=== seq_pattern_tx ===
Figure 1. Placed standard cells (seq_pattern_tx).
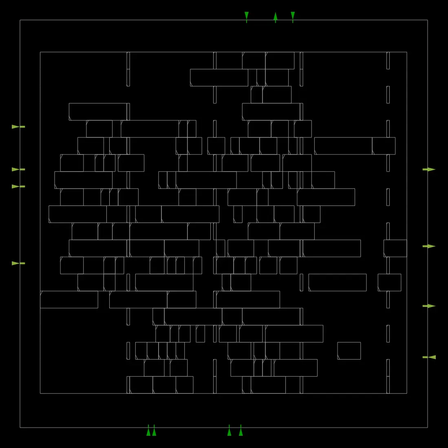
Figure 2. Port wiring (seq_pattern_tx).
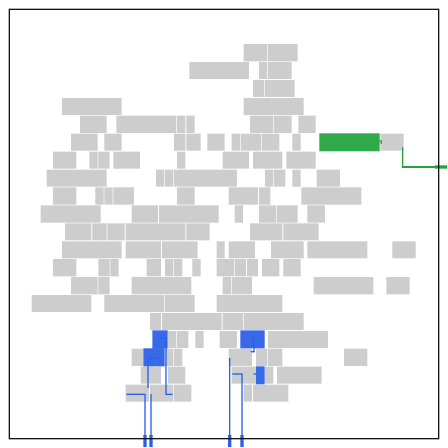
File: src/rtl/seq_pattern_tx_pkg.sv
// Shared definitions for the serial pattern transmitter: FSM state encodings
// (common with the sequence detectors) and a counter-width helper.
package seq_pattern_tx_pkg;

   typedef enum logic [1:0] {
      ST_IDLE = 2'd0,
      ST_SEND = 2'd1,
      ST_GAP  = 2'd2,
      ST_DONE = 2'd3
   } state_e;

   // Gap counter must hold GAP_LEN-1; keep at least one bit so a zero gap still elaborates.
   function automatic int gap_cnt_w(input int gap_len);
      return (gap_len > 0) ? $clog2(gap_len + 1) : 1;
   endfunction

endpackage

File: src/rtl/seq_pattern_tx.sv
// Serial bit-pattern transmitter: captures a pattern on start and shifts it out MSB-first,
// (repeat_n+1) times with GAP_LEN idle cycles between repetitions.
module seq_pattern_tx
   import seq_pattern_tx_pkg::*;
#(
   parameter int PAT_W   = 4,
   parameter int RPT_W   = 4,
   parameter int GAP_LEN = 0
) (
   input  logic             clk,
   input  logic             rst,
   input  logic             start,
   input  logic [PAT_W-1:0] pattern,
   input  logic [RPT_W-1:0] repeat_n,
   output logic             signal,
   output logic             sig_valid,
   output logic             busy,
   output logic             done
);

   localparam int BW = $clog2(PAT_W);
   localparam int GW = gap_cnt_w(GAP_LEN);

   localparam logic [BW-1:0]    BIT_LAST = BW'(PAT_W - 1);
   localparam logic [BW-1:0]    BIT_ONE  = BW'(1);
   localparam logic [RPT_W-1:0] RPT_ONE  = RPT_W'(1);
   localparam logic [GW-1:0]    GAP_ONE  = GW'(1);
   localparam logic [GW-1:0]    GAP_LOAD = (GAP_LEN > 0) ? GW'(GAP_LEN - 1) : '0;

   state_e           state_q, state_d;
   logic [PAT_W-1:0] shreg_q, shreg_d;
   logic [PAT_W-1:0] pat_q, pat_d;
   logic [BW-1:0]    bit_idx_q, bit_idx_d;
   logic [RPT_W-1:0] rpt_q, rpt_d;
   logic [GW-1:0]    gap_cnt_q, gap_cnt_d;
   logic             signal_q, signal_d;
   logic             sig_valid_q, sig_valid_d;
   logic             busy_q, busy_d;
   logic             done_q, done_d;

   always_ff @(posedge clk or negedge rst) begin
      if (!rst) begin
         state_q     <= ST_IDLE;
         shreg_q     <= '0;
         pat_q       <= '0;
         bit_idx_q   <= '0;
         rpt_q       <= '0;
         gap_cnt_q   <= '0;
         signal_q    <= 1'b0;
         sig_valid_q <= 1'b0;
         busy_q      <= 1'b0;
         done_q      <= 1'b0;
      end else begin
         state_q     <= state_d;
         shreg_q     <= shreg_d;
         pat_q       <= pat_d;
         bit_idx_q   <= bit_idx_d;
         rpt_q       <= rpt_d;
         gap_cnt_q   <= gap_cnt_d;
         signal_q    <= signal_d;
         sig_valid_q <= sig_valid_d;
         busy_q      <= busy_d;
         done_q      <= done_d;
      end
   end

   // shreg_q[MSB] is always the bit currently on the line; signal_q mirrors it so the
   // output can be forced low in GAP/DONE/IDLE without extra gating after the flop.
   always_comb begin
      state_d     = state_q;
      shreg_d     = shreg_q;
      pat_d       = pat_q;
      bit_idx_d   = bit_idx_q;
      rpt_d       = rpt_q;
      gap_cnt_d   = gap_cnt_q;
      signal_d    = 1'b0;
      sig_valid_d = 1'b0;
      busy_d      = 1'b0;
      done_d      = 1'b0;

      case (state_q)
         ST_IDLE: begin
            if (start) begin
               pat_d       = pattern;
               shreg_d     = pattern;
               rpt_d       = repeat_n;
               bit_idx_d   = BIT_LAST;
               signal_d    = pattern[PAT_W-1];
               sig_valid_d = 1'b1;
               busy_d      = 1'b1;
               state_d     = ST_SEND;
            end
         end

         ST_SEND: begin
            busy_d = 1'b1;
            if (bit_idx_q != '0) begin
               shreg_d     = shreg_q << 1;
               signal_d    = shreg_q[PAT_W-2];
               sig_valid_d = 1'b1;
               bit_idx_d   = bit_idx_q - BIT_ONE;
            end else if (rpt_q == '0) begin
               done_d  = 1'b1;
               state_d = ST_DONE;
            end else if (GAP_LEN > 0) begin
               gap_cnt_d = GAP_LOAD;
               state_d   = ST_GAP;
            end else begin
               // back-to-back repetition: first bit of the next copy follows with no bubble
               shreg_d     = pat_q;
               signal_d    = pat_q[PAT_W-1];
               sig_valid_d = 1'b1;
               bit_idx_d   = BIT_LAST;
               rpt_d       = rpt_q - RPT_ONE;
            end
         end

         ST_GAP: begin
            busy_d = 1'b1;
            if (gap_cnt_q == '0) begin
               shreg_d     = pat_q;
               signal_d    = pat_q[PAT_W-1];
               sig_valid_d = 1'b1;
               bit_idx_d   = BIT_LAST;
               rpt_d       = rpt_q - RPT_ONE;
               state_d     = ST_SEND;
            end else begin
               gap_cnt_d = gap_cnt_q - GAP_ONE;
            end
         end

         ST_DONE: begin
            state_d = ST_IDLE;
         end

         default: begin
            state_d = ST_IDLE;
         end
      endcase
   end

   assign signal    = signal_q;
   assign sig_valid = sig_valid_q;
   assign busy      = busy_q;
   assign done      = done_q;

endmodule
File: config.mk
export PLATFORM = sky130hd
export DESIGN_NAME = seq_pattern_tx
export DESIGN_NICKNAME = d
export VERILOG_FILES = /design/src/rtl/seq_pattern_tx_pkg.sv /design/src/rtl/seq_pattern_tx.sv
export SDC_FILE = /design/constraint.sdc
export NUM_CORES = 1
export LEC_CHECK = 0
export CAP_MARGIN = 20
export CORE_MARGIN = 3
export CORE_UTILIZATION = 31
export DETAILED_ROUTE_END_ITERATION = 8
export GPL_ROUTABILITY_DRIVEN = 0
export GPL_TIMING_DRIVEN = 0
export HOLD_SLACK_MARGIN = 0.12
export SKIP_LAST_GASP = 1
export SYNTH_ARGS = -nofsm -noshare
export SYNTH_HDL_FRONTEND = slang
export SYNTH_SLANG_ARGS = --single-unit
File: constraint.sdc
create_clock -name clk -period 1.88 [get_ports clk]
set_input_delay 0.564 -clock clk [delete_from_list [all_inputs] [get_ports clk]]
set_output_delay 0.564 -clock clk [all_outputs]
set_load 0.01 [all_outputs]
==> CHANGELOG.md <==
## Flow update

* Run status: finished clean
* Cell family contributing the most delay on the critical path: simple AND/OR/NAND/NOR gates
* Net count of the finished layout at 146
* Post-route setup slack at 47.4 ps
* RR Endpoint: rpt_q[3]
* Number of antenna violations at the first check in global routing at 0
* Die Y-Extent at 65.0 um
* Met3 WL post-DR at 98 um
* Seq_cells at 19
* Final TNS setup at 0 ps
* Met3 Use GR at approximately 3.3%
* Final Critical Period at 1830 ps
* GR Util met2 at a little over a fifth
* Reg2reg setup slack at around 47 ps
* Area post-placement at 1270 um^2
* Tool warnings at 30
* Worst reg-to-reg path cell count at 5
* Required time worst endpoint at 2080 ps
* Highest routing layer actually used: met4
* Biggest regs: pat_q: 4 flops, rpt_q: 4 flops, shreg_q: 3 flops
* Crit path cell chain: buf_4 -> ha_1 -> or3_4 -> a32o_1 -> a31o_1
* Critical path arrival at 2030 ps
* Global-route usage over all layers at between 10% and 20%
* Floorplan core density at between 30% and 40%
* Critical Path Start Type: flip-flop
* Cts bufs inserted at 3
* Hold buffers post-CTS at 0
* Via count of the first global-routing pass at 880
* Share of cell area taken by multi-input logic gates at 41.4%
About Figure 1:
count of non-filler cells in the finished layout: 171
fraction of area in registers: 34.0%
core area: 3180 um^2
Taps Inserted: 44

About Figure 2:
Blue shows repeat_n, bits 4, direction input, edge south, end cells 5, buffers 4, wire 57.5 um. Green shows sig_valid, bits 1, direction output, edge east, end cells 1, buffers 1, wire 8.70 um.
number of ports placed on the die boundary: 15
count of buffers from port buffering: 14

-- power by group --
part / leakage (nW) / switching [W] / internal [W]
Clock: 0.0177 / 0.000132 / 0.0000794
Sequential: 0.228 / 0.000103 / 0.000573
Combinational: 0.392 / 0.000494 / 0.000578
Total: 0.638 / 0.000729 / 0.00123
-- cell families after synthesis --
group,synth area share (%)
flip-flops,44.1
AND-OR/OR-AND,20.7
buffers and inverters,4.76
adder cells (fa/ha/maj),8.13
AND/OR/NAND/NOR,15.1
multiplexers,7.20

=== sync_mux_arb ===
Figure 3. Placed standard cells (sync_mux_arb).
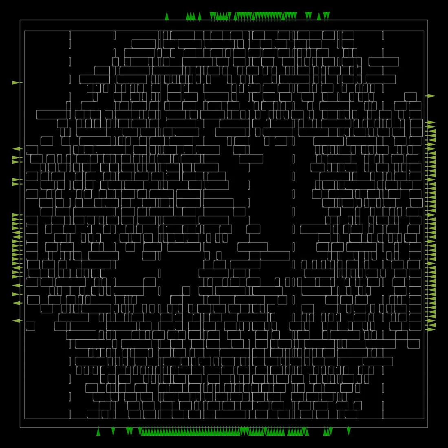
Figure 4. Pin placement (sync_mux_arb).
Pins as bars across the die edge, other pins in grey.
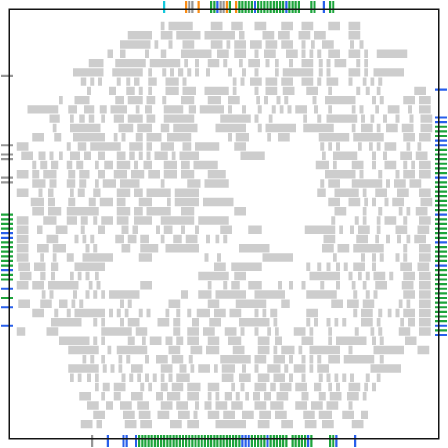
$ cat config.mk
export PLATFORM = sky130hd
export DESIGN_NAME = sync_mux_arb
export DESIGN_NICKNAME = d
export VERILOG_FILES = /design/src/rtl/sync_mux_arb.sv
export SDC_FILE = /design/constraint.sdc
export NUM_CORES = 1
export LEC_CHECK = 0
export ABC_AREA = 1
export CAP_MARGIN = 5
export CELL_PAD_IN_SITES_DETAIL_PLACEMENT = 1
export CELL_PAD_IN_SITES_GLOBAL_PLACEMENT = 1
export CORE_UTILIZATION = 26
export DETAILED_ROUTE_END_ITERATION = 6
export PLACE_DENSITY = 0.84
export SYNTH_ARGS = -nofsm -noshare
export SYNTH_HDL_FRONTEND = slang
export SYNTH_SLANG_ARGS = --single-unit
$ cat constraint.sdc
create_clock -name clk_0 -period 1.95 [get_ports clk_0]
set_input_delay 0.2925 -clock clk_0 [delete_from_list [all_inputs] [get_ports clk_0]]
set_output_delay 0.2925 -clock clk_0 [all_outputs]
set_load 0.05 [all_outputs]
$ cat src/rtl/sync_mux_arb.sv
// Round-robin scheduler feeding a mux-based CDC synchronizer: latch winner word, hold en, then gap.
// Optional `SYNC_MUX_ARB_ACK_EN adds ack_i; the HOLD phase then also waits for the destination ack.
module sync_mux_arb #(
  parameter int DATA_WIDTH = 32,
  parameter int N_REQ      = 4,
  parameter int HOLD       = 4,
  parameter int GAP        = 2
) (
  input  logic                        clk_0,
  input  logic                        rst_n,
  input  logic [N_REQ-1:0]            req_valid,
  input  logic [N_REQ*DATA_WIDTH-1:0] req_data,
  output logic [N_REQ-1:0]            req_ready,
  output logic                        en_o,
  output logic [DATA_WIDTH-1:0]       data_o,
  output logic [N_REQ-1:0]            grant_o,
  output logic                        busy_o
`ifdef SYNC_MUX_ARB_ACK_EN
  ,
  input  logic                        ack_i
`endif
);

  localparam int IW   = (N_REQ > 1) ? $clog2(N_REQ) : 1;
  localparam int MAXC = (HOLD > GAP) ? HOLD : GAP;
  localparam int CW   = $clog2(MAXC + 1);

  localparam logic [1:0] S_IDLE = 2'd0;
  localparam logic [1:0] S_HOLD = 2'd1;
  localparam logic [1:0] S_GAP  = 2'd2;

  localparam logic [CW-1:0] HOLD_LD = CW'(HOLD - 1);
  localparam logic [CW-1:0] GAP_LD  = CW'(GAP - 1);

  logic [1:0]            state_q, state_d;
  logic [CW-1:0]         cnt_q, cnt_d;
  logic [IW-1:0]         last_q, last_d;
  logic                  en_q, en_d;
  logic [DATA_WIDTH-1:0] data_q, data_d;
  logic [N_REQ-1:0]      grant_q, grant_d;

  logic                  found;
  logic [IW-1:0]         win;
  logic [IW:0]           sum;
  logic                  hold_done;

`ifdef SYNC_MUX_ARB_ACK_EN
  assign hold_done = (cnt_q == '0) && ack_i;
`else
  assign hold_done = (cnt_q == '0);
`endif

  // Scan from last+1 upward with wrap; the first valid requester wins.
  always_comb begin
    found = 1'b0;
    win   = '0;
    sum   = '0;
    for (int k = 1; k <= N_REQ; k++) begin
      sum = {1'b0, last_q} + (IW+1)'(k);
      if (sum >= (IW+1)'(N_REQ)) sum = sum - (IW+1)'(N_REQ);
      if (!found && req_valid[sum[IW-1:0]]) begin
        found = 1'b1;
        win   = sum[IW-1:0];
      end
    end
  end

  always_comb begin
    req_ready = '0;
    if (rst_n && state_q == S_IDLE && found) req_ready[win] = 1'b1;
  end

  always_comb begin
    state_d = state_q;
    cnt_d   = cnt_q;
    last_d  = last_q;
    en_d    = en_q;
    data_d  = data_q;
    grant_d = grant_q;
    case (state_q)
      S_IDLE: begin
        en_d = 1'b0;
        if (found) begin
          state_d = S_HOLD;
          cnt_d   = HOLD_LD;
          last_d  = win;
          en_d    = 1'b1;
          data_d  = req_data[int'(win)*DATA_WIDTH +: DATA_WIDTH];
          grant_d = N_REQ'(1) << win;
        end
      end
      S_HOLD: begin
        if (hold_done) begin
          state_d = S_GAP;
          cnt_d   = GAP_LD;
          en_d    = 1'b0;
        end else if (cnt_q != '0) begin
          cnt_d = cnt_q - 1'b1;
        end
      end
      S_GAP: begin
        if (cnt_q == '0) begin
          state_d = S_IDLE;
          grant_d = '0;
        end else begin
          cnt_d = cnt_q - 1'b1;
        end
      end
      default: begin
        state_d = S_IDLE;
        en_d    = 1'b0;
        grant_d = '0;
      end
    endcase
  end

  always_ff @(posedge clk_0 or negedge rst_n) begin
    if (!rst_n) begin
      state_q <= S_IDLE;
      cnt_q   <= '0;
      last_q  <= IW'(N_REQ - 1);
      en_q    <= 1'b0;
      data_q  <= '0;
      grant_q <= '0;
    end else begin
      state_q <= state_d;
      cnt_q   <= cnt_d;
      last_q  <= last_d;
      en_q    <= en_d;
      data_q  <= data_d;
      grant_q <= grant_d;
    end
  end

  assign en_o    = en_q;
  assign data_o  = data_q;
  assign grant_o = grant_q;
  assign busy_o  = (state_q != S_IDLE);

endmodule

==> CHANGELOG.md <==
## Flow update

* Met3 Use GR at 2.80%
* Met2 layer wire length in the routed design at roughly 8200 um
* Violated checks: negative setup slack
* Final-report hold violation count at 0
* Global route overflow at 0
* Number of cells in Yosys stat at 587
* Non-clock buffer share of cell area at about 37%
* Clock transition at path regs at roughly 60 ps
* Run status: complete, but fails checks
* Post-route setup slack at -602 ps
* Starting DRT DRC Count at around 110
* Detailed-route vias per instance at 4.57
* Share of post-route cells with drive strength above 1 at 29.2%
* TritonCTS clock tree: built
* Hold buffers post-CTS at 0
* Total of endpoints with negative setup slack in the final report at 41
* Last element of the critical path: req_ready[1]
* Antenna-violating nets left at 0
* Number of ports placed on the die boundary at 176
About Figure 3:
fraction of area in registers: 16.0%
count of non-filler cells in the finished layout: 972
final core utilization: 46.9%
core area: 14,800 um^2
number of rows created at floorplan: 44

About Figure 4:
Green shows req_data, pins 128, direction input, edge 52 south, 38 east, 25 north, 13 west. Orange shows grant_o, pins 4, direction output, edge north. Cyan shows busy_o, pins 1, direction output, edge north. Blue shows data_o, pins 32, direction output, edge 11 south, 11 east, 6 west, 4 north.
overall die width: 126 um
count of buffers from port buffering: 175
Die Y-Extent: 126 um

[synth_stat cells]
cell,n
inv_8,1
ha_1,7
nand3_1,10
dfstp_2,2
a21boi_1,1
buf_12,7
nand3_2,60
nor2_1,9
nand2_2,19
buf_2,11
a22oi_1,1
a21oi_1,2
nor2_2,3
nor3_1,2
inv_1,14
a211o_1,1
a31o_2,1
inv_2,1
buf_6,12
a21oi_2,1
dfrtp_1,42
nand3b_1,1
nor2_4,1
buf_4,7
inv_4,1
nand2_4,3
a21boi_0,1
o21ai_2,1
o21ai_0,8
a31oi_1,1
nand2_1,356

=== regs_wb_arbiter ===
$ cat config.mk
export PLATFORM = sky130hd
export DESIGN_NAME = regs_wb_arbiter
export DESIGN_NICKNAME = d
export VERILOG_FILES = /design/src/rtl/regs_wb_arbiter_pkg.sv /design/src/rtl/rr_arbiter.sv /design/src/rtl/regs_wb_arbiter.sv
export SDC_FILE = /design/constraint.sdc
export NUM_CORES = 1
export LEC_CHECK = 0
export CAP_MARGIN = 10
export CORE_MARGIN = 2
export CORE_UTILIZATION = 43
export CTS_CLUSTER_DIAMETER = 100
export DETAILED_ROUTE_END_ITERATION = 12
export PLACE_DENSITY = 0.93
export SLEW_MARGIN = 20
export SYNTH_ARGS = -nofsm -noshare
export SYNTH_HDL_FRONTEND = slang
export SYNTH_SLANG_ARGS = --single-unit
$ cat constraint.sdc
create_clock -name clk -period 4.1 [get_ports clk]
set_clock_uncertainty 0.1 [all_clocks]
set_input_delay 0.615 -clock clk [delete_from_list [all_inputs] [get_ports clk]]
set_output_delay 0.615 -clock clk [all_outputs]
set_load 0.02 [all_outputs]
$ cat src/rtl/regs_wb_arbiter_pkg.sv
// Shared definitions for the register-bank writeback path.
//   WB_REG_AW / WB_REG_DW : register address / data width (16 x 8 bank)
//   WB_NUM_REGS           : number of architectural registers (scoreboard width)
//   WB_REQ_*              : writeback requester indices
//   rr_next()             : round-robin pointer successor
package regs_wb_arbiter_pkg;

    localparam int unsigned WB_REG_AW   = 4;
    localparam int unsigned WB_REG_DW   = 8;
    localparam int unsigned WB_NUM_REGS = 16;

    localparam int unsigned WB_REQ_ALU  = 0;
    localparam int unsigned WB_REQ_LD   = 1;
    localparam int unsigned WB_REQ_DBG  = 2;

    // Index following the granted one, wrapping at n-1.
    function automatic int unsigned rr_next(input int unsigned g, input int unsigned n);
        return (g + 1) % n;
    endfunction

endpackage

$ cat src/rtl/rr_arbiter.sv
// Round-robin arbiter: NREQ request lines -> one-hot grant.
// Search starts at the internal pointer and ascends, wrapping at NREQ-1.
// After a grant to index g the pointer moves to (g+1) mod NREQ; otherwise it holds.
//   clk, rst   : clock, synchronous active-high reset (pointer -> 0)
//   en         : grant enable; no grant and no pointer movement when low
//   req        : request vector
//   grant      : one-hot grant (at most one bit set)
//   grant_any  : some request was granted this cycle
//   grant_idx  : binary index of the granted request
module rr_arbiter
    import regs_wb_arbiter_pkg::*;
#(
    parameter int unsigned NREQ = 3,
    localparam int unsigned PTR_W = (NREQ > 1) ? $clog2(NREQ) : 1
) (
    input  logic             clk,
    input  logic             rst,
    input  logic             en,
    input  logic [NREQ-1:0]  req,
    output logic [NREQ-1:0]  grant,
    output logic             grant_any,
    output logic [PTR_W-1:0] grant_idx
);

    logic [PTR_W-1:0] ptr_q, ptr_d;
    int               idx;
    int unsigned      nxt;

    always_comb begin
        grant     = '0;
        grant_any = 1'b0;
        grant_idx = '0;
        idx       = 0;
        for (int k = 0; k < int'(NREQ); k++) begin
            idx = (int'(ptr_q) + k) % int'(NREQ);
            if (en && !grant_any && req[idx]) begin
                grant[idx] = 1'b1;
                grant_any  = 1'b1;
                grant_idx  = idx[PTR_W-1:0];
            end
        end
    end

    always_comb begin
        ptr_d = ptr_q;
        nxt   = rr_next(32'(grant_idx), NREQ);
        if (grant_any) begin
            ptr_d = nxt[PTR_W-1:0];
        end
    end

    always_ff @(posedge clk) begin
        if (rst) begin
            ptr_q <= '0;
        end else begin
            ptr_q <= ptr_d;
        end
    end

endmodule

$ cat src/rtl/regs_wb_arbiter.sv
// Writeback arbiter for the 16x8 register bank.
// Shares the single bank write port among NREQ requesters (round-robin), registers the
// selected write into reg_write_*, and keeps a busy scoreboard for RAW-hazard stalls.
//   clk, rst              : clock, synchronous active-high reset
//   req_valid/addr/data   : per-requester write request, slices of REG_AW / REG_DW bits
//   req_ready             : one-hot grant; transfer happens when valid & ready
//   rsv_en, rsv_addr      : decode marks a destination register busy
//   flush                 : clears every busy bit (overrides a same-cycle reserve)
//   chk_addr_a/b, hazard_a/b : busy lookup for the two decode read ports
//   busy                  : registered scoreboard bitmap
//   reg_write_en/addr/data: registered write port into the register bank
module regs_wb_arbiter
    import regs_wb_arbiter_pkg::*;
#(
    parameter int unsigned NREQ   = 3,
    parameter int unsigned REG_AW = WB_REG_AW,
    parameter int unsigned REG_DW = WB_REG_DW
) (
    input  logic                     clk,
    input  logic                     rst,
    input  logic [NREQ-1:0]          req_valid,
    input  logic [NREQ*REG_AW-1:0]   req_addr,
    input  logic [NREQ*REG_DW-1:0]   req_data,
    output logic [NREQ-1:0]          req_ready,
    input  logic                     rsv_en,
    input  logic [REG_AW-1:0]        rsv_addr,
    input  logic                     flush,
    input  logic [REG_AW-1:0]        chk_addr_a,
    input  logic [REG_AW-1:0]        chk_addr_b,
    output logic                     hazard_a,
    output logic                     hazard_b,
    output logic [WB_NUM_REGS-1:0]   busy,
    output logic                     reg_write_en,
    output logic [REG_AW-1:0]        reg_write_addr,
    output logic [REG_DW-1:0]        reg_write_data
);

    localparam int unsigned PTR_W = (NREQ > 1) ? $clog2(NREQ) : 1;

    logic [NREQ-1:0]        grant;
    logic                   grant_any;
    logic [PTR_W-1:0]       grant_idx;
    logic [REG_AW-1:0]      sel_addr;
    logic [REG_DW-1:0]      sel_data;
    logic [WB_NUM_REGS-1:0] busy_q, busy_d;

    // Grants are suppressed during reset so a write in flight is dropped.
    rr_arbiter #(
        .NREQ (NREQ)
    ) u_rr_arbiter (
        .clk       (clk),
        .rst       (rst),
        .en        (!rst),
        .req       (req_valid),
        .grant     (grant),
        .grant_any (grant_any),
        .grant_idx (grant_idx)
    );

    assign req_ready = grant;

    always_comb begin
        sel_addr = req_addr[int'(grant_idx) * int'(REG_AW) +: REG_AW];
        sel_data = req_data[int'(grant_idx) * int'(REG_DW) +: REG_DW];
    end

    // Later assignments win: clear by writeback, then reserve, then flush.
    always_comb begin
        busy_d = busy_q;
        if (grant_any) begin
            busy_d[sel_addr] = 1'b0;
        end
        if (rsv_en) begin
            busy_d[rsv_addr] = 1'b1;
        end
        if (flush) begin
            busy_d = '0;
        end
    end

    always_ff @(posedge clk) begin
        if (rst) begin
            busy_q         <= '0;
            reg_write_en   <= 1'b0;
            reg_write_addr <= '0;
            reg_write_data <= '0;
        end else begin
            busy_q       <= busy_d;
            reg_write_en <= grant_any;
            if (grant_any) begin
                reg_write_addr <= sel_addr;
                reg_write_data <= sel_data;
            end
        end
    end

    assign busy = busy_q;

    // No bypass from this cycle's grant: decode sees the clear one cycle later.
    assign hazard_a = busy_q[chk_addr_a];
    assign hazard_b = busy_q[chk_addr_b];

endmodule

Figure 5. Pin placement (regs_wb_arbiter).
Pins as bars across the die edge, other pins in grey.
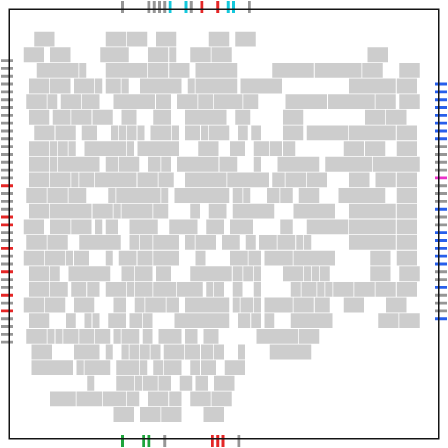
Cyan shows reg_write_addr, pins 4, direction output, edge north. Green shows req_valid, pins 3, direction input, edge south. Magenta shows hazard_b, pins 1, direction output, edge east. Blue shows busy, pins 16, direction output, edge east. Red shows req_addr, pins 12, direction input, edge 7 west, 3 south, 2 north.
count of buffers from port buffering: 88
Die Y-Extent: 74.4 um
overall die width: 74.4 um

==> CHANGELOG.md <==
## Flow update

* Post-CTS setup buffer count at 0
* Cell types occupying the most area after synthesis: dfxtp_1, mux4_2, nand2_1
* TritonCTS clock tree: built
* P_comb at 0.00115 W
* Clock H-tree levels at 2
* Final period utilization at about nine tenths
* Detailed-route via count at 2,345
* Maximum achievable frequency at approximately 280 MHz
* FILL cells at between 300 and 400
* Critical Path Slowest Stage Cell: clkdlybuf4s50_1
* Combinational cell fraction of total power at 63.7%
* Sequential cell area at between 600 and 700 um^2
* GR Util met2 at 43.8%
* Number of different library cells in the post-synthesis netlist at 54
* Commonest cells in the netlist: dfxtp_1, nand2_1, nor2_1
* Highest routing layer actually used: met4
* 1st-pass router iterations at 6
* Tool warnings at 29
* Via count of the first global-routing pass at about 2,300
* Antenna-violating nets left at 0
* Run status: finished clean
* Cell at the root of the clock tree: clkbuf_8
* Sequential element share of the synthesized area at approximately 29%
* Kind of critical path: input port to output pin
* Mux frac, synth at about 12%
-- worst reg2reg max path, delay by kind of cell (launching register included) --
kind | cells | cell delay, ps
simple gates | 1 | 570
buf+inv | 1 | 80
flops | 1 | 390
compound gates | 5 | 1750
fa+ha+maj | 1 | 460
-- flip-flops by register name (all words and copies together) (netlist names) --
register and count:
busy 16, reg_write_addr 4, reg_write_data 8, reg_write_en 1, u_rr_arbiter.ptr_q 2

=== serial_logic_seq ===
Figure 6. Placed standard cells (serial_logic_seq).
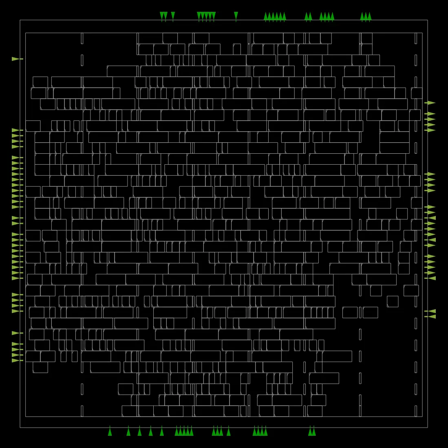
Figure 7. Pin placement (serial_logic_seq).
Pins as bars across the die edge, other pins in grey.
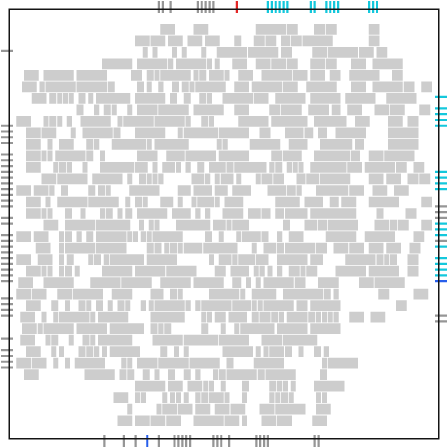
File: src/rtl/serial_logic_seq.sv
// Bit-serial 32-bit logic unit: applies AND/OR/XOR/NOR one nibble per clock
// through a single shared 4-bit slice, with a three-state IDLE/RUN/DONE sequencer.
module serial_logic_seq (
   input  logic        clk,
   input  logic        reset,
   input  logic        start,
   input  logic [1:0]  op,
   input  logic [31:0] A,
   input  logic [31:0] B,
   output logic [31:0] R,
   output logic        busy,
   output logic        done
);

   localparam logic [1:0] IDLE = 2'd0;
   localparam logic [1:0] RUN  = 2'd1;
   localparam logic [1:0] DONE = 2'd2;

   logic [1:0]  r_state;
   logic [2:0]  r_count;
   logic [31:0] r_a;
   logic [31:0] r_b;
   logic [1:0]  r_op;
   logic [31:0] r_result;

   logic [4:0]  w_bitBase;
   logic [3:0]  w_aNib;
   logic [3:0]  w_bNib;
   logic [3:0]  w_slice;
   logic        w_accept;

   assign w_bitBase = {r_count, 2'b00};
   assign w_aNib    = r_a[w_bitBase +: 4];
   assign w_bNib    = r_b[w_bitBase +: 4];
   assign w_accept  = start && ((r_state == IDLE) || (r_state == DONE));

   // The one shared slice; only the latched op steers it, never the live input.
   always_comb begin
      w_slice = 4'h0;
      case (r_op)
         2'b00:   w_slice = w_aNib & w_bNib;
         2'b01:   w_slice = w_aNib | w_bNib;
         2'b10:   w_slice = w_aNib ^ w_bNib;
         default: w_slice = ~(w_aNib | w_bNib);
      endcase
   end

   always_ff @(posedge clk) begin
      if (reset) begin
         r_state  <= IDLE;
         r_count  <= 3'd0;
         r_a      <= 32'h0;
         r_b      <= 32'h0;
         r_op     <= 2'b00;
         r_result <= 32'h0;
      end else if (w_accept) begin
         r_state  <= RUN;
         r_count  <= 3'd0;
         r_a      <= A;
         r_b      <= B;
         r_op     <= op;
         r_result <= 32'h0;
      end else begin
         case (r_state)
            RUN: begin
               r_result[w_bitBase +: 4] <= w_slice;
               r_count                  <= r_count + 3'd1;
               // The last nibble write coincides with the counter wrapping to 0.
               if (r_count == 3'd7) begin
                  r_state <= DONE;
               end
            end
            DONE:    r_state <= IDLE;
            IDLE:    r_state <= IDLE;
            default: r_state <= IDLE;
         endcase
      end
   end

   assign R    = r_result;
   assign busy = (r_state == RUN);
   assign done = (r_state == DONE);

endmodule

File: config.mk
export PLATFORM = sky130hd
export DESIGN_NAME = serial_logic_seq
export DESIGN_NICKNAME = d
export VERILOG_FILES = /design/src/rtl/serial_logic_seq.sv
export SDC_FILE = /design/constraint.sdc
export NUM_CORES = 1
export LEC_CHECK = 0
export CORE_UTILIZATION = 47
export CTS_BUF_LIST = sky130_fd_sc_hd__clkbuf_8
export DETAILED_ROUTE_END_ITERATION = 16
export PLACE_DENSITY = 0.75
export SYNTH_ARGS = -nofsm -noshare
export SYNTH_HDL_FRONTEND = slang
export SYNTH_SLANG_ARGS = --single-unit
export TNS_END_PERCENT = 30
File: constraint.sdc
create_clock -name clk -period 2.6 [get_ports clk]
set_input_delay 0.26 -clock clk [delete_from_list [all_inputs] [get_ports clk]]
set_output_delay 0.26 -clock clk [all_outputs]
set_load 0.1 [all_outputs]
==> CHANGELOG.md <==
## Flow update

* Sequential cell area at 2060 um^2
* Clock transition at path regs at 100 ps
* Critical Path Sink Type: flip-flop
* Layout clock area frac at approximately 3.3%
* Number of different library cells in the post-synthesis netlist at 39
* Setup repair after global routing missed its margin: false
* Kind of critical path: flip-flop to flip-flop
* Post-Syn Instances at roughly 500
* Final TNS setup at 0 ps
* Deepest clock path buffer count at 2
* P_comb at 0.000527 W
* Number of clock-tree buffers in the layout at 9
* Final period utilization at 95.3%
* Ys flop type: dfxtp_1
* Worst Hold Margin at just under 400 ps
* Pin count of the biggest net entering global routing at 68
* Cts bufs inserted at 9
* Run status: finished clean
* Number of ports placed on the die boundary at around 100
* Final total power at 0.00320 W
* Critical Path Start Type: flip-flop
* Final Critical Period at 2480 ps
* Post-synthesis to final-layout area growth at 26.5%
* Invs w/o clock at 12
* GRT met1 Usage at 26.0%
* Starting DRT DRC Count at 129
* AND-OR/OR-AND share of the synthesized area at between 15 and 20%
* Via count of the first global-routing pass at about 3,800
* Remaining DRCs at 0
About Figure 6:
final core utilization: 62.3%
number of rows created at floorplan: 35
core area: 9370 um^2

About Figure 7:
Red shows reset, pins 1, direction input, edge north. Cyan shows R, pins 32, direction output, edge 17 east, 15 north. Blue shows op, pins 2, direction input, edge 1 south, 1 east.
All pins by edge: 35 west, 24 east, 24 north, 20 south.
overall die width: 101 um
Die Y-Extent: 101 um
count of buffers from port buffering: 102

==> critical path, cell delays in order, from the launching register on <==
cell     delay [ps]
dfxtp_1         400
buf_4           180
mux4_2          500
nand2_1         130
and2_4          170
ha_1            230
mux2_2          260
nand2_1          80
o21ai_2         160
a32o_1          280
==> final timing paths <==
check / startpoint / to / slack (ps) / depth (start not counted)
hold reg to reg: r_a[13] / r_a[13] / 460 / 2
hold / removal: reset / r_a[13] / 390 / 2
setup / recovery: r_count[0] / R[6] / 120 / 9
setup reg to reg: r_count[0] / R[6] / 120 / 9

=== mult_hilo_unit ===
Figure 8. Routed metal, one colour a layer (mult_hilo_unit).
Scale bar: 100 um.
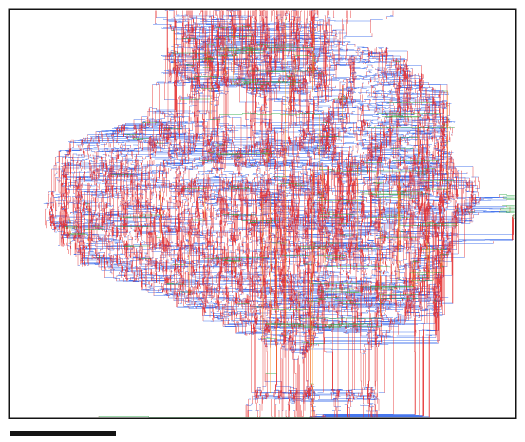
Figure 9. Placed standard cells (mult_hilo_unit).
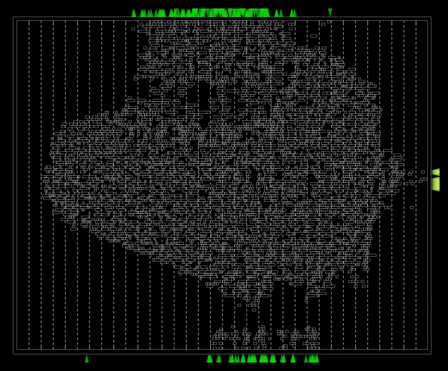
File: src/rtl/mult_hilo_unit_pkg.sv
// -----------------------------------------------------------------------------
// mult_hilo_unit_pkg
//
// Shared definitions for the HI/LO multiply unit:
//   WIDTH      - operand width. Only 32 works, because umultiplier is a fixed
//                32x32->64 array.
//   HILO_RESET - value that HI and LO take on reset.
//   state_t    - sequencing FSM states (IDLE -> MUL -> WB).
//   magnitude  - absolute value of a two's-complement operand. It returns the
//                raw value when the operation is unsigned.
// -----------------------------------------------------------------------------
package mult_hilo_unit_pkg;

    localparam int              WIDTH      = 32;
    localparam logic [31:0]     HILO_RESET = 32'h0;

    typedef enum logic [1:0] {
        IDLE = 2'd0,
        MUL  = 2'd1,
        WB   = 2'd2
    } state_t;

    // 32'h80000000 maps to itself. That is the correct magnitude once the
    // result is treated as unsigned.
    function automatic logic [WIDTH-1:0] magnitude(input logic [WIDTH-1:0] v,
                                                   input logic             is_signed);
        if (is_signed && v[WIDTH-1]) begin
            return (~v) + WIDTH'(1);
        end
        return v;
    endfunction

endpackage

File: src/rtl/mult_hilo_unit_umultiplier.sv
// -----------------------------------------------------------------------------
// umultiplier
//
// Combinational 32x32 -> 64 unsigned multiplier. The sequencing stage around
// this block registers its inputs and captures its output, so the block has
// no internal state.
//
// Ports:
//   a       in  32  unsigned multiplicand
//   b       in  32  unsigned multiplier
//   product out 64  a * b (cannot overflow)
// -----------------------------------------------------------------------------
module umultiplier
    import mult_hilo_unit_pkg::*;
(
    input  logic [WIDTH-1:0]   a,
    input  logic [WIDTH-1:0]   b,
    output logic [2*WIDTH-1:0] product
);

    // Widen both operands before the multiply so that the full 64-bit
    // product is kept rather than the truncated 32-bit context result.
    logic [2*WIDTH-1:0] a_ext;
    logic [2*WIDTH-1:0] b_ext;

    assign a_ext   = {{WIDTH{1'b0}}, a};
    assign b_ext   = {{WIDTH{1'b0}}, b};
    assign product = a_ext * b_ext;

endmodule

File: src/rtl/mult_hilo_unit.sv
// -----------------------------------------------------------------------------
// mult_hilo_unit
//
// Sequential front-end and result stage around umultiplier. It implements
// MULT/MULTU into the architectural HI/LO pair and services MTHI/MTLO.
//
// Flow: IDLE latches the operand magnitudes and the result sign. MUL registers
// the unsigned product. WB writes HI/LO, negating the product when needed, and
// pulses done. A multiply therefore occupies three cycles. The next request is
// accepted in the same cycle that done is high.
//
// Ports:
//   clk        in   1   system clock, rising edge
//   reset      in   1   asynchronous active-high reset
//   start      in   1   multiply request (sampled only in IDLE)
//   signed_op  in   1   1 = MULT (signed), 0 = MULTU
//   rs_val     in   32  multiplicand
//   rt_val     in   32  multiplier
//   mthi       in   1   write wr_data to HI (IDLE only, start has priority)
//   mtlo       in   1   write wr_data to LO (IDLE only, start has priority)
//   wr_data    in   32  MTHI/MTLO data
//   busy       out  1   multiply in flight (state != IDLE)
//   done       out  1   one-cycle pulse: HI/LO hold a new product
//   hi         out  32  HI register
//   lo         out  32  LO register
// -----------------------------------------------------------------------------
module mult_hilo_unit
    import mult_hilo_unit_pkg::*;
#(
    parameter int          WIDTH      = mult_hilo_unit_pkg::WIDTH,
    parameter logic [31:0] HILO_RESET = mult_hilo_unit_pkg::HILO_RESET
) (
    input  logic             clk,
    input  logic             reset,
    input  logic             start,
    input  logic             signed_op,
    input  logic [WIDTH-1:0] rs_val,
    input  logic [WIDTH-1:0] rt_val,
    input  logic             mthi,
    input  logic             mtlo,
    input  logic [WIDTH-1:0] wr_data,
    output logic             busy,
    output logic             done,
    output logic [WIDTH-1:0] hi,
    output logic [WIDTH-1:0] lo
);

    state_t             state;
    state_t             state_nxt;

    logic [WIDTH-1:0]   a_mag;
    logic [WIDTH-1:0]   b_mag;
    logic               neg;
    logic [2*WIDTH-1:0] prod;
    logic [2*WIDTH-1:0] mult_out;
    logic [2*WIDTH-1:0] result;

    // ------------------------------------------------------------------
    // Multiplier array. It is fed from registered magnitudes, so the
    // array sees stable inputs for the whole MUL cycle.
    // ------------------------------------------------------------------
    umultiplier u_umultiplier (
        .a       (a_mag),
        .b       (b_mag),
        .product (mult_out)
    );

    // Sign correction is a full 64-bit two's-complement negate. A zero
    // product negates to zero, so a zero product stays zero.
    assign result = neg ? ((~prod) + (2*WIDTH)'(1)) : prod;

    assign busy = (state != IDLE);

    // ------------------------------------------------------------------
    // State register
    // ------------------------------------------------------------------
    // NOTE: state registers use non-blocking assignment, so every flop
    // samples pre-edge values and simulation matches the synthesized flops.
    always_ff @(posedge clk or posedge reset) begin
        if (reset) begin
            state <= IDLE;
        end else begin
            state <= state_nxt;
        end
    end

    // ------------------------------------------------------------------
    // Next-state logic
    // ------------------------------------------------------------------
    // NOTE: state_nxt is given a default before the case statement, so no
    // path leaves it unassigned and no latch is inferred.
    always_comb begin
        state_nxt = state;
        unique case (state)
            IDLE:    if (start) state_nxt = MUL;
            MUL:     state_nxt = WB;
            WB:      state_nxt = IDLE;
            default: state_nxt = IDLE;
        endcase
    end

    // ------------------------------------------------------------------
    // Datapath and architectural registers
    // ------------------------------------------------------------------
    // NOTE: the operand, product and HI/LO registers are all reset along
    // with the FSM. A reset in mid-operation then leaves no stale product
    // that a later WB could expose.
    always_ff @(posedge clk or posedge reset) begin
        if (reset) begin
            a_mag <= '0;
            b_mag <= '0;
            neg   <= 1'b0;
            prod  <= '0;
            hi    <= HILO_RESET[WIDTH-1:0];
            lo    <= HILO_RESET[WIDTH-1:0];
            done  <= 1'b0;
        end else begin
            done <= 1'b0;
            unique case (state)
                IDLE: begin
                    // start takes priority: a move that arrives together
                    // with a multiply request is dropped.
                    if (start) begin
                        a_mag <= magnitude(rs_val, signed_op);
                        b_mag <= magnitude(rt_val, signed_op);
                        neg   <= signed_op & (rs_val[WIDTH-1] ^ rt_val[WIDTH-1]);
                    end else begin
                        if (mthi) hi <= wr_data;
                        if (mtlo) lo <= wr_data;
                    end
                end
                MUL: begin
                    prod <= mult_out;
                end
                WB: begin
                    hi   <= result[2*WIDTH-1:WIDTH];
                    lo   <= result[WIDTH-1:0];
                    done <= 1'b1;
                end
                default: ;
            endcase
        end
    end

endmodule

File: config.mk
export PLATFORM = sky130hd
export DESIGN_NAME = mult_hilo_unit
export DESIGN_NICKNAME = d
export VERILOG_FILES = /design/src/rtl/mult_hilo_unit_pkg.sv /design/src/rtl/mult_hilo_unit_umultiplier.sv /design/src/rtl/mult_hilo_unit.sv
export SDC_FILE = /design/constraint.sdc
export NUM_CORES = 2
export LEC_CHECK = 0
export CAP_MARGIN = 0
export CORE_AREA = 4 4 473 381
export CTS_CLUSTER_DIAMETER = 150
export DETAILED_ROUTE_END_ITERATION = 10
export DIE_AREA = 0 0 477 385
export PLACE_DENSITY = 0.51
export SETUP_SLACK_MARGIN = 0.3
export SLEW_MARGIN = 20
export SYNTH_ARGS = -nofsm -noshare
export SYNTH_HDL_FRONTEND = slang
export SYNTH_HIERARCHICAL = 1
export SYNTH_SLANG_ARGS = --single-unit
File: constraint.sdc
create_clock -name clk -period 8.1 [get_ports clk]
set_clock_uncertainty 0.15 [all_clocks]
set_input_delay 1.215 -clock clk [delete_from_list [all_inputs] [get_ports clk]]
set_output_delay 1.215 -clock clk [all_outputs]
set_load 0.05 [all_outputs]
==> CHANGELOG.md <==
## Flow update

* Worst skew pair latency at 520 ps
* Number of cells in Yosys stat at roughly 4,700
* RR Startpoint: a_mag[16]
* Clock Sinks at 196
* Number of antenna violations at the first check in global routing at 6
* Max-slew violation count at 0
* Critical Path Start Type: flip-flop
* Relative slew margins at a little over a third
* Share of post-route cells with drive strength above 1 at around 11%
* GRT met1 Usage at about a fifth
* Cell mode on critical path: fa_1
* Global-route wire length before repair at 212,000 um
* Max_cap viols at 0
* Area share of the leading cell type in the synthesized netlist at between 40% and 50%
* Required time worst endpoint at between 8000 and 9000 ps
* Starting DRT DRC Count at around 1,800
* Cts bufs inserted at 17
* Run status: finished clean
* Commonest cells in the netlist: fa_1, inv_1, nand2_1
* Slowest cell delay on critical path at 600 ps
* Pin count of the biggest net entering global routing at 113
* Global route overflow at 0
* Detailed-route vias per instance at 4.50
* Setup repair after global routing missed its margin: true
## Picture notes: Figure 8
Green shows M3, wire length 4,420 um. Blue shows M1, wire length 60.8 mm. Orange shows M4, wire length 2,580 um. Red shows M2, wire length 65.3 mm.
global-route usage over all layers: 14.7%
Post-Route WL: 133,000 um

## Picture notes: Figure 9
final core utilization: 29.0%
Taps Inserted: 2,310
FILL cells: 18,500
seq_cells: 196
count of non-filler cells in the finished layout: 7,264

[cell type report]
type	count	area, um^2	share of cell area, %
inverter	876	3300	6.45
multi-input combinational	3395	35000	68.5
antenna	5	12.5	0.0245
sequential	196	4980	9.74
tap	2310	2890	5.66
clock inverter	14	209	0.409
clock buffer	18	429	0.840
timing repair buffer	450	4250	8.33
[worst min-delay path: cells and delay by family, from the launching register on]
family	cells	cell delay, ps
AND/OR/NAND/NOR	2	100
flip-flops	1	360
[flip-flops by register name (all words and copies together) (netlist names)]
signal / count
done: 1
neg: 1
prod: 64
lo: 32
state: 2
a_mag: 32
hi: 32
b_mag: 32

=== reg_dump_unit_flat ===
Figure 10. Pin placement (reg_dump_unit_flat).
Pins as bars across the die edge, other pins in grey.
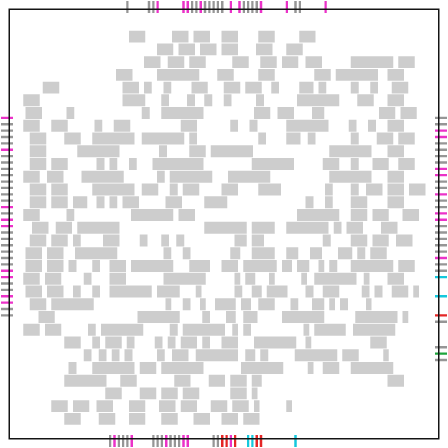
Figure 11. Routed metal, one colour a layer (reg_dump_unit_flat).
Scale bar: 20 um.
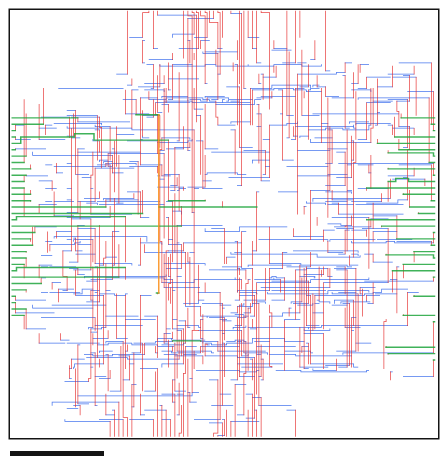
Figure 12. Clock distribution (reg_dump_unit_flat).
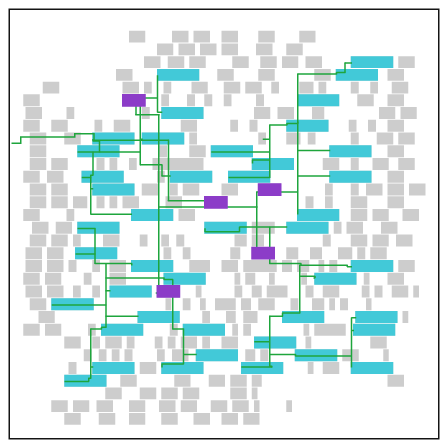
<file path="config.mk">
export PLATFORM = sky130hd
export DESIGN_NAME = reg_dump_unit_flat
export DESIGN_NICKNAME = d
export VERILOG_FILES = /design/src/rtl/reg_dump_if.sv /design/src/rtl/reg_dump_unit.sv /design/src/flat_wrapper.sv
export SDC_FILE = /design/constraint.sdc
export NUM_CORES = 1
export LEC_CHECK = 0
export CELL_PAD_IN_SITES_DETAIL_PLACEMENT = 1
export CELL_PAD_IN_SITES_GLOBAL_PLACEMENT = 1
export CORE_MARGIN = 2
export CORE_UTILIZATION = 29
export DETAILED_ROUTE_END_ITERATION = 10
export PLACE_DENSITY = 0.82
export RECOVER_POWER = 100
export SLEW_MARGIN = 20
export SYNTH_ARGS = -nofsm -noshare
export SYNTH_HDL_FRONTEND = slang
export SYNTH_SLANG_ARGS = --single-unit
export TNS_END_PERCENT = 50
</file>
<file path="constraint.sdc">
create_clock -name clk -period 2.2 [get_ports clk]
set_input_delay 0.55 -clock clk [delete_from_list [all_inputs] [get_ports clk]]
set_output_delay 0.55 -clock clk [all_outputs]
set_load 0.05 [all_outputs]
</file>
<file path="src/rtl/reg_dump_if.sv">
// Dump stream: one beat per handshake, carrying a word and its beat number.
interface reg_dump_if #(
  parameter int DATA_W = 32
);
  logic              dump_valid;
  logic              dump_ready;
  logic [DATA_W-1:0] dump_data;
  logic [5:0]        dump_index;

  modport master (output dump_valid, dump_data, dump_index, input dump_ready);
  modport slave  (input dump_valid, dump_data, dump_index, output dump_ready);
endinterface

</file>
<file path="src/rtl/reg_dump_unit.sv">
// Register dump unit: freezes the CPU, streams the PC then NUM_REGS
// register-file words over a valid/ready channel, pulses done at the end.
module reg_dump_unit #(
  parameter int NUM_REGS = 32,
  parameter int DATA_W   = 32
) (
  input  logic              clk,
  input  logic              rst_n,
  input  logic              start,
  input  logic [DATA_W-1:0] pc_in,
  output logic [4:0]        rf_raddr,
  input  logic [DATA_W-1:0] rf_rdata,
  reg_dump_if.master        dump,
  output logic              busy,
  output logic              halt_cpu,
  output logic              done
);

  typedef enum logic [1:0] {ST_IDLE, ST_SEND, ST_DONE} state_t;

  localparam logic [5:0] LAST_IDX = 6'(NUM_REGS);

  state_t            state_q, state_d;
  logic              valid_q, valid_d;
  logic [DATA_W-1:0] data_q,  data_d;
  logic [5:0]        idx_q,   idx_d;
  logic [4:0]        raddr_q, raddr_d;
  logic              busy_q,  busy_d;
  logic              done_q,  done_d;
  logic              hs;

  // Beat accepted this edge; ready is meaningless while valid is low.
  assign hs = valid_q & dump.dump_ready;

  // Next-state and next-output logic. rf_raddr always points at the
  // register that feeds the *next* beat, so rf_rdata is ready at handshake.
  always_comb begin
    state_d = state_q;
    valid_d = valid_q;
    data_d  = data_q;
    idx_d   = idx_q;
    raddr_d = raddr_q;
    busy_d  = busy_q;
    done_d  = 1'b0;
    case (state_q)
      ST_IDLE: begin
        if (start) begin
          state_d = ST_SEND;
          valid_d = 1'b1;
          data_d  = pc_in;
          idx_d   = 6'd0;
          raddr_d = 5'd0;
          busy_d  = 1'b1;
        end
      end
      ST_SEND: begin
        if (hs) begin
          if (idx_q == LAST_IDX) begin
            valid_d = 1'b0;
            done_d  = 1'b1;
            state_d = ST_DONE;
          end else begin
            data_d  = rf_rdata;
            idx_d   = idx_q + 6'd1;
            raddr_d = idx_q[4:0] + 5'd1;
          end
        end
      end
      ST_DONE: begin
        busy_d  = 1'b0;
        state_d = ST_IDLE;
      end
      default: state_d = ST_IDLE;
    endcase
  end

  // State and registered outputs; reset aborts any dump in flight.
  always_ff @(posedge clk or negedge rst_n) begin
    if (!rst_n) begin
      state_q <= ST_IDLE;
      valid_q <= 1'b0;
      data_q  <= '0;
      idx_q   <= '0;
      raddr_q <= '0;
      busy_q  <= 1'b0;
      done_q  <= 1'b0;
    end else begin
      state_q <= state_d;
      valid_q <= valid_d;
      data_q  <= data_d;
      idx_q   <= idx_d;
      raddr_q <= raddr_d;
      busy_q  <= busy_d;
      done_q  <= done_d;
    end
  end

  assign dump.dump_valid = valid_q;
  assign dump.dump_data  = data_q;
  assign dump.dump_index = idx_q;
  assign rf_raddr        = raddr_q;
  assign busy            = busy_q;
  assign halt_cpu        = busy_q;
  assign done            = done_q;

endmodule

</file>
<file path="src/flat_wrapper.sv">
// flat-port wrapper written by rule: the top's interface ports become plain ports
module reg_dump_unit_flat 
#(
  parameter int NUM_REGS = 32,
  parameter int DATA_W   = 32
)
  (clk, rst_n, start, pc_in, rf_raddr, rf_rdata, busy, halt_cpu, done, dump_dump_valid, dump_dump_data, dump_dump_index, dump_dump_ready);
  reg_dump_if #(.DATA_W(DATA_W)) dump_i ();
  input  logic clk;
  input  logic rst_n;
  input  logic start;
  input  logic [DATA_W-1:0] pc_in;
  output logic [4:0] rf_raddr;
  input  logic [DATA_W-1:0] rf_rdata;
  output logic busy;
  output logic halt_cpu;
  output logic done;
  output wire logic [$bits(dump_i.dump_valid)-1:0] dump_dump_valid;
  output wire logic [$bits(dump_i.dump_data)-1:0] dump_dump_data;
  output wire logic [$bits(dump_i.dump_index)-1:0] dump_dump_index;
  input wire logic [$bits(dump_i.dump_ready)-1:0] dump_dump_ready;
  assign dump_dump_valid = dump_i.dump_valid;
  assign dump_dump_data = dump_i.dump_data;
  assign dump_dump_index = dump_i.dump_index;
  assign dump_i.dump_ready = dump_dump_ready;
  reg_dump_unit #(.NUM_REGS(NUM_REGS), .DATA_W(DATA_W)) u_core (.clk(clk), .rst_n(rst_n), .start(start), .pc_in(pc_in), .rf_raddr(rf_raddr), .rf_rdata(rf_rdata), .dump(dump_i), .busy(busy), .halt_cpu(halt_cpu), .done(done));
endmodule
</file>
==> CHANGELOG.md <==
## Flow update

* Run status: finished clean
* Clock Sinks at 43
* Pwr top: combinational cells
* Sequential cell area at around 1100 um^2
* Slowest cell delay on critical path at 840 ps
* Number of ports placed on the die boundary at roughly 120
* CTS resizes at 0
* Number of diodes at 0
* GRT met1 Usage at 19.1%
* Global placement routability congestion at 0.721
* Met3 Use GR at 5.56%
* Count of non-filler cells in the finished layout at 411
* Sequential element share of the synthesized area at 48.6%
* Antenna-violating nets left at 0
* Final TNS setup at 0 ps
* Internal power at 0.00174 W
* Non-clock buffer count in the final layout at 123
* Invs w/o clock at 3
* Peak ir drop on the vdd network at about 0.31 mV
About Figure 10:
Green shows rst_n, pins 1, direction input, edge east. Cyan shows rf_raddr, pins 5, direction output, edge 3 south, 2 east. Magenta shows dump_dump_data, pins 32, direction output, edge 9 north, 9 west, 8 east, 6 south. Red shows dump_dump_index, pins 6, direction output, edge 5 south, 1 east.
All pins by edge: 32 east, 32 west, 26 south, 25 north.
count of buffers from port buffering: 114
overall die width: 91.4 um
Die Y-Extent: 91.4 um

About Figure 11:
Blue shows M1, wire length 2,680 um. Green shows M3, wire length 517 um. Red shows M2, wire length 3,130 um. Orange shows M4, wire length 38.1 um.
average wire per standard cell: 15.5 um
Post-Route WL: 6370 um
detailed-route via count: 1,949
global-route usage over all layers: 15.6%

About Figure 12:
Cyan shows flip-flops, count 43. Green shows clock wires, length 565 um. Purple shows clock-net drivers, count 5.
There are 6 routed clock nets.
worst skew pair latency: 300 ps
share of total power in the clock network: 20.8%
setup clock skew after layout: 8.71 ps

==> cells by family (layout without fill, tap and decap cells) <==
group	Yosys count	in the layout	share of synthesized area [%]
fa+ha+maj	2	2	1.13
simple gates	56	56	13.5
flops	43	43	48.6
buf+inv	25	134	7.52
compound gates	43	43	13.8
mux	34	34	15.4
==> sequential cells by signal, summed over array words and instances, names as in the netlist <==
register and count:
u_core.dump.dump_data 32, u_core.dump.dump_index 6, u_core.state_q 2, u_core.busy 1
u_core.done 1, u_core.dump.dump_valid 1


==> gallery <==
Clock distribution.
panel A
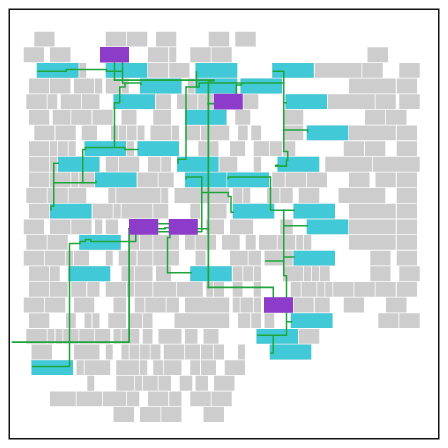
panel B
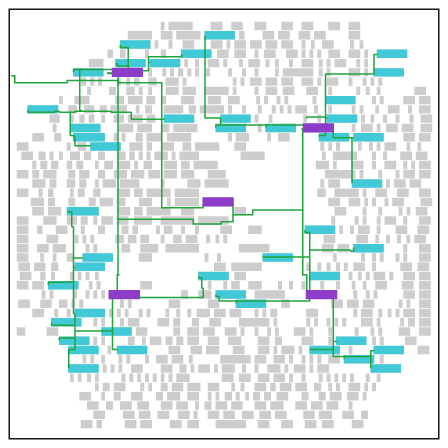
panel C
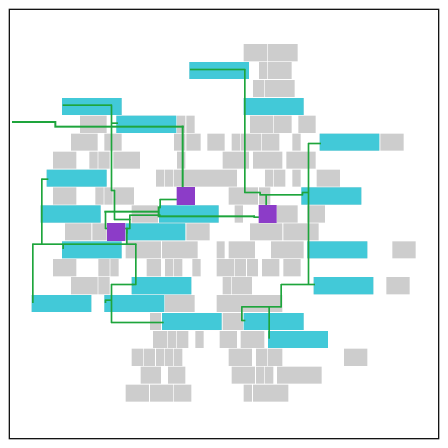
panel D
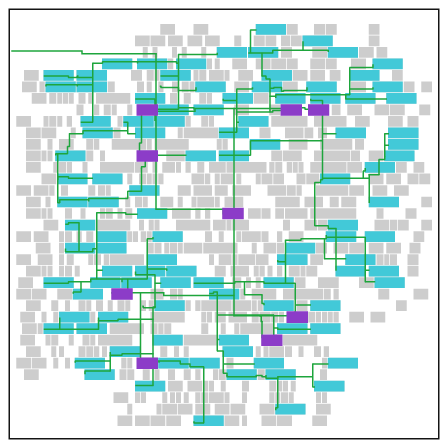
panel E
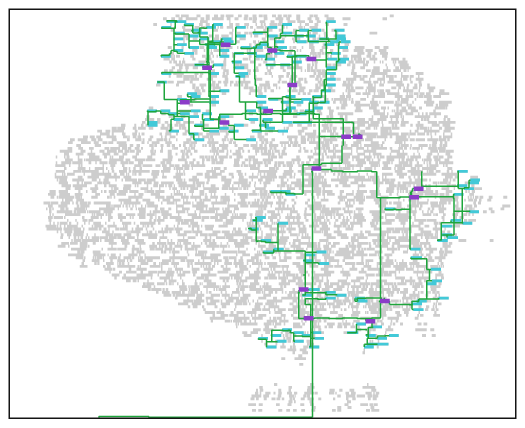
Of these, most sequential cells: panel E
seq_pattern_tx is panel C.
regs_wb_arbiter is panel A.
mult_hilo_unit is panel E.
sync_mux_arb is panel B.
serial_logic_seq is panel D.

Key to panel D:
Purple shows clock-net drivers, count 9. Cyan shows flip-flops, count 103. Green shows clock wires, length 1,160 um.
Position of the flops: widely spread.

No activity file was given, so power comes from the tool's default toggle rates.
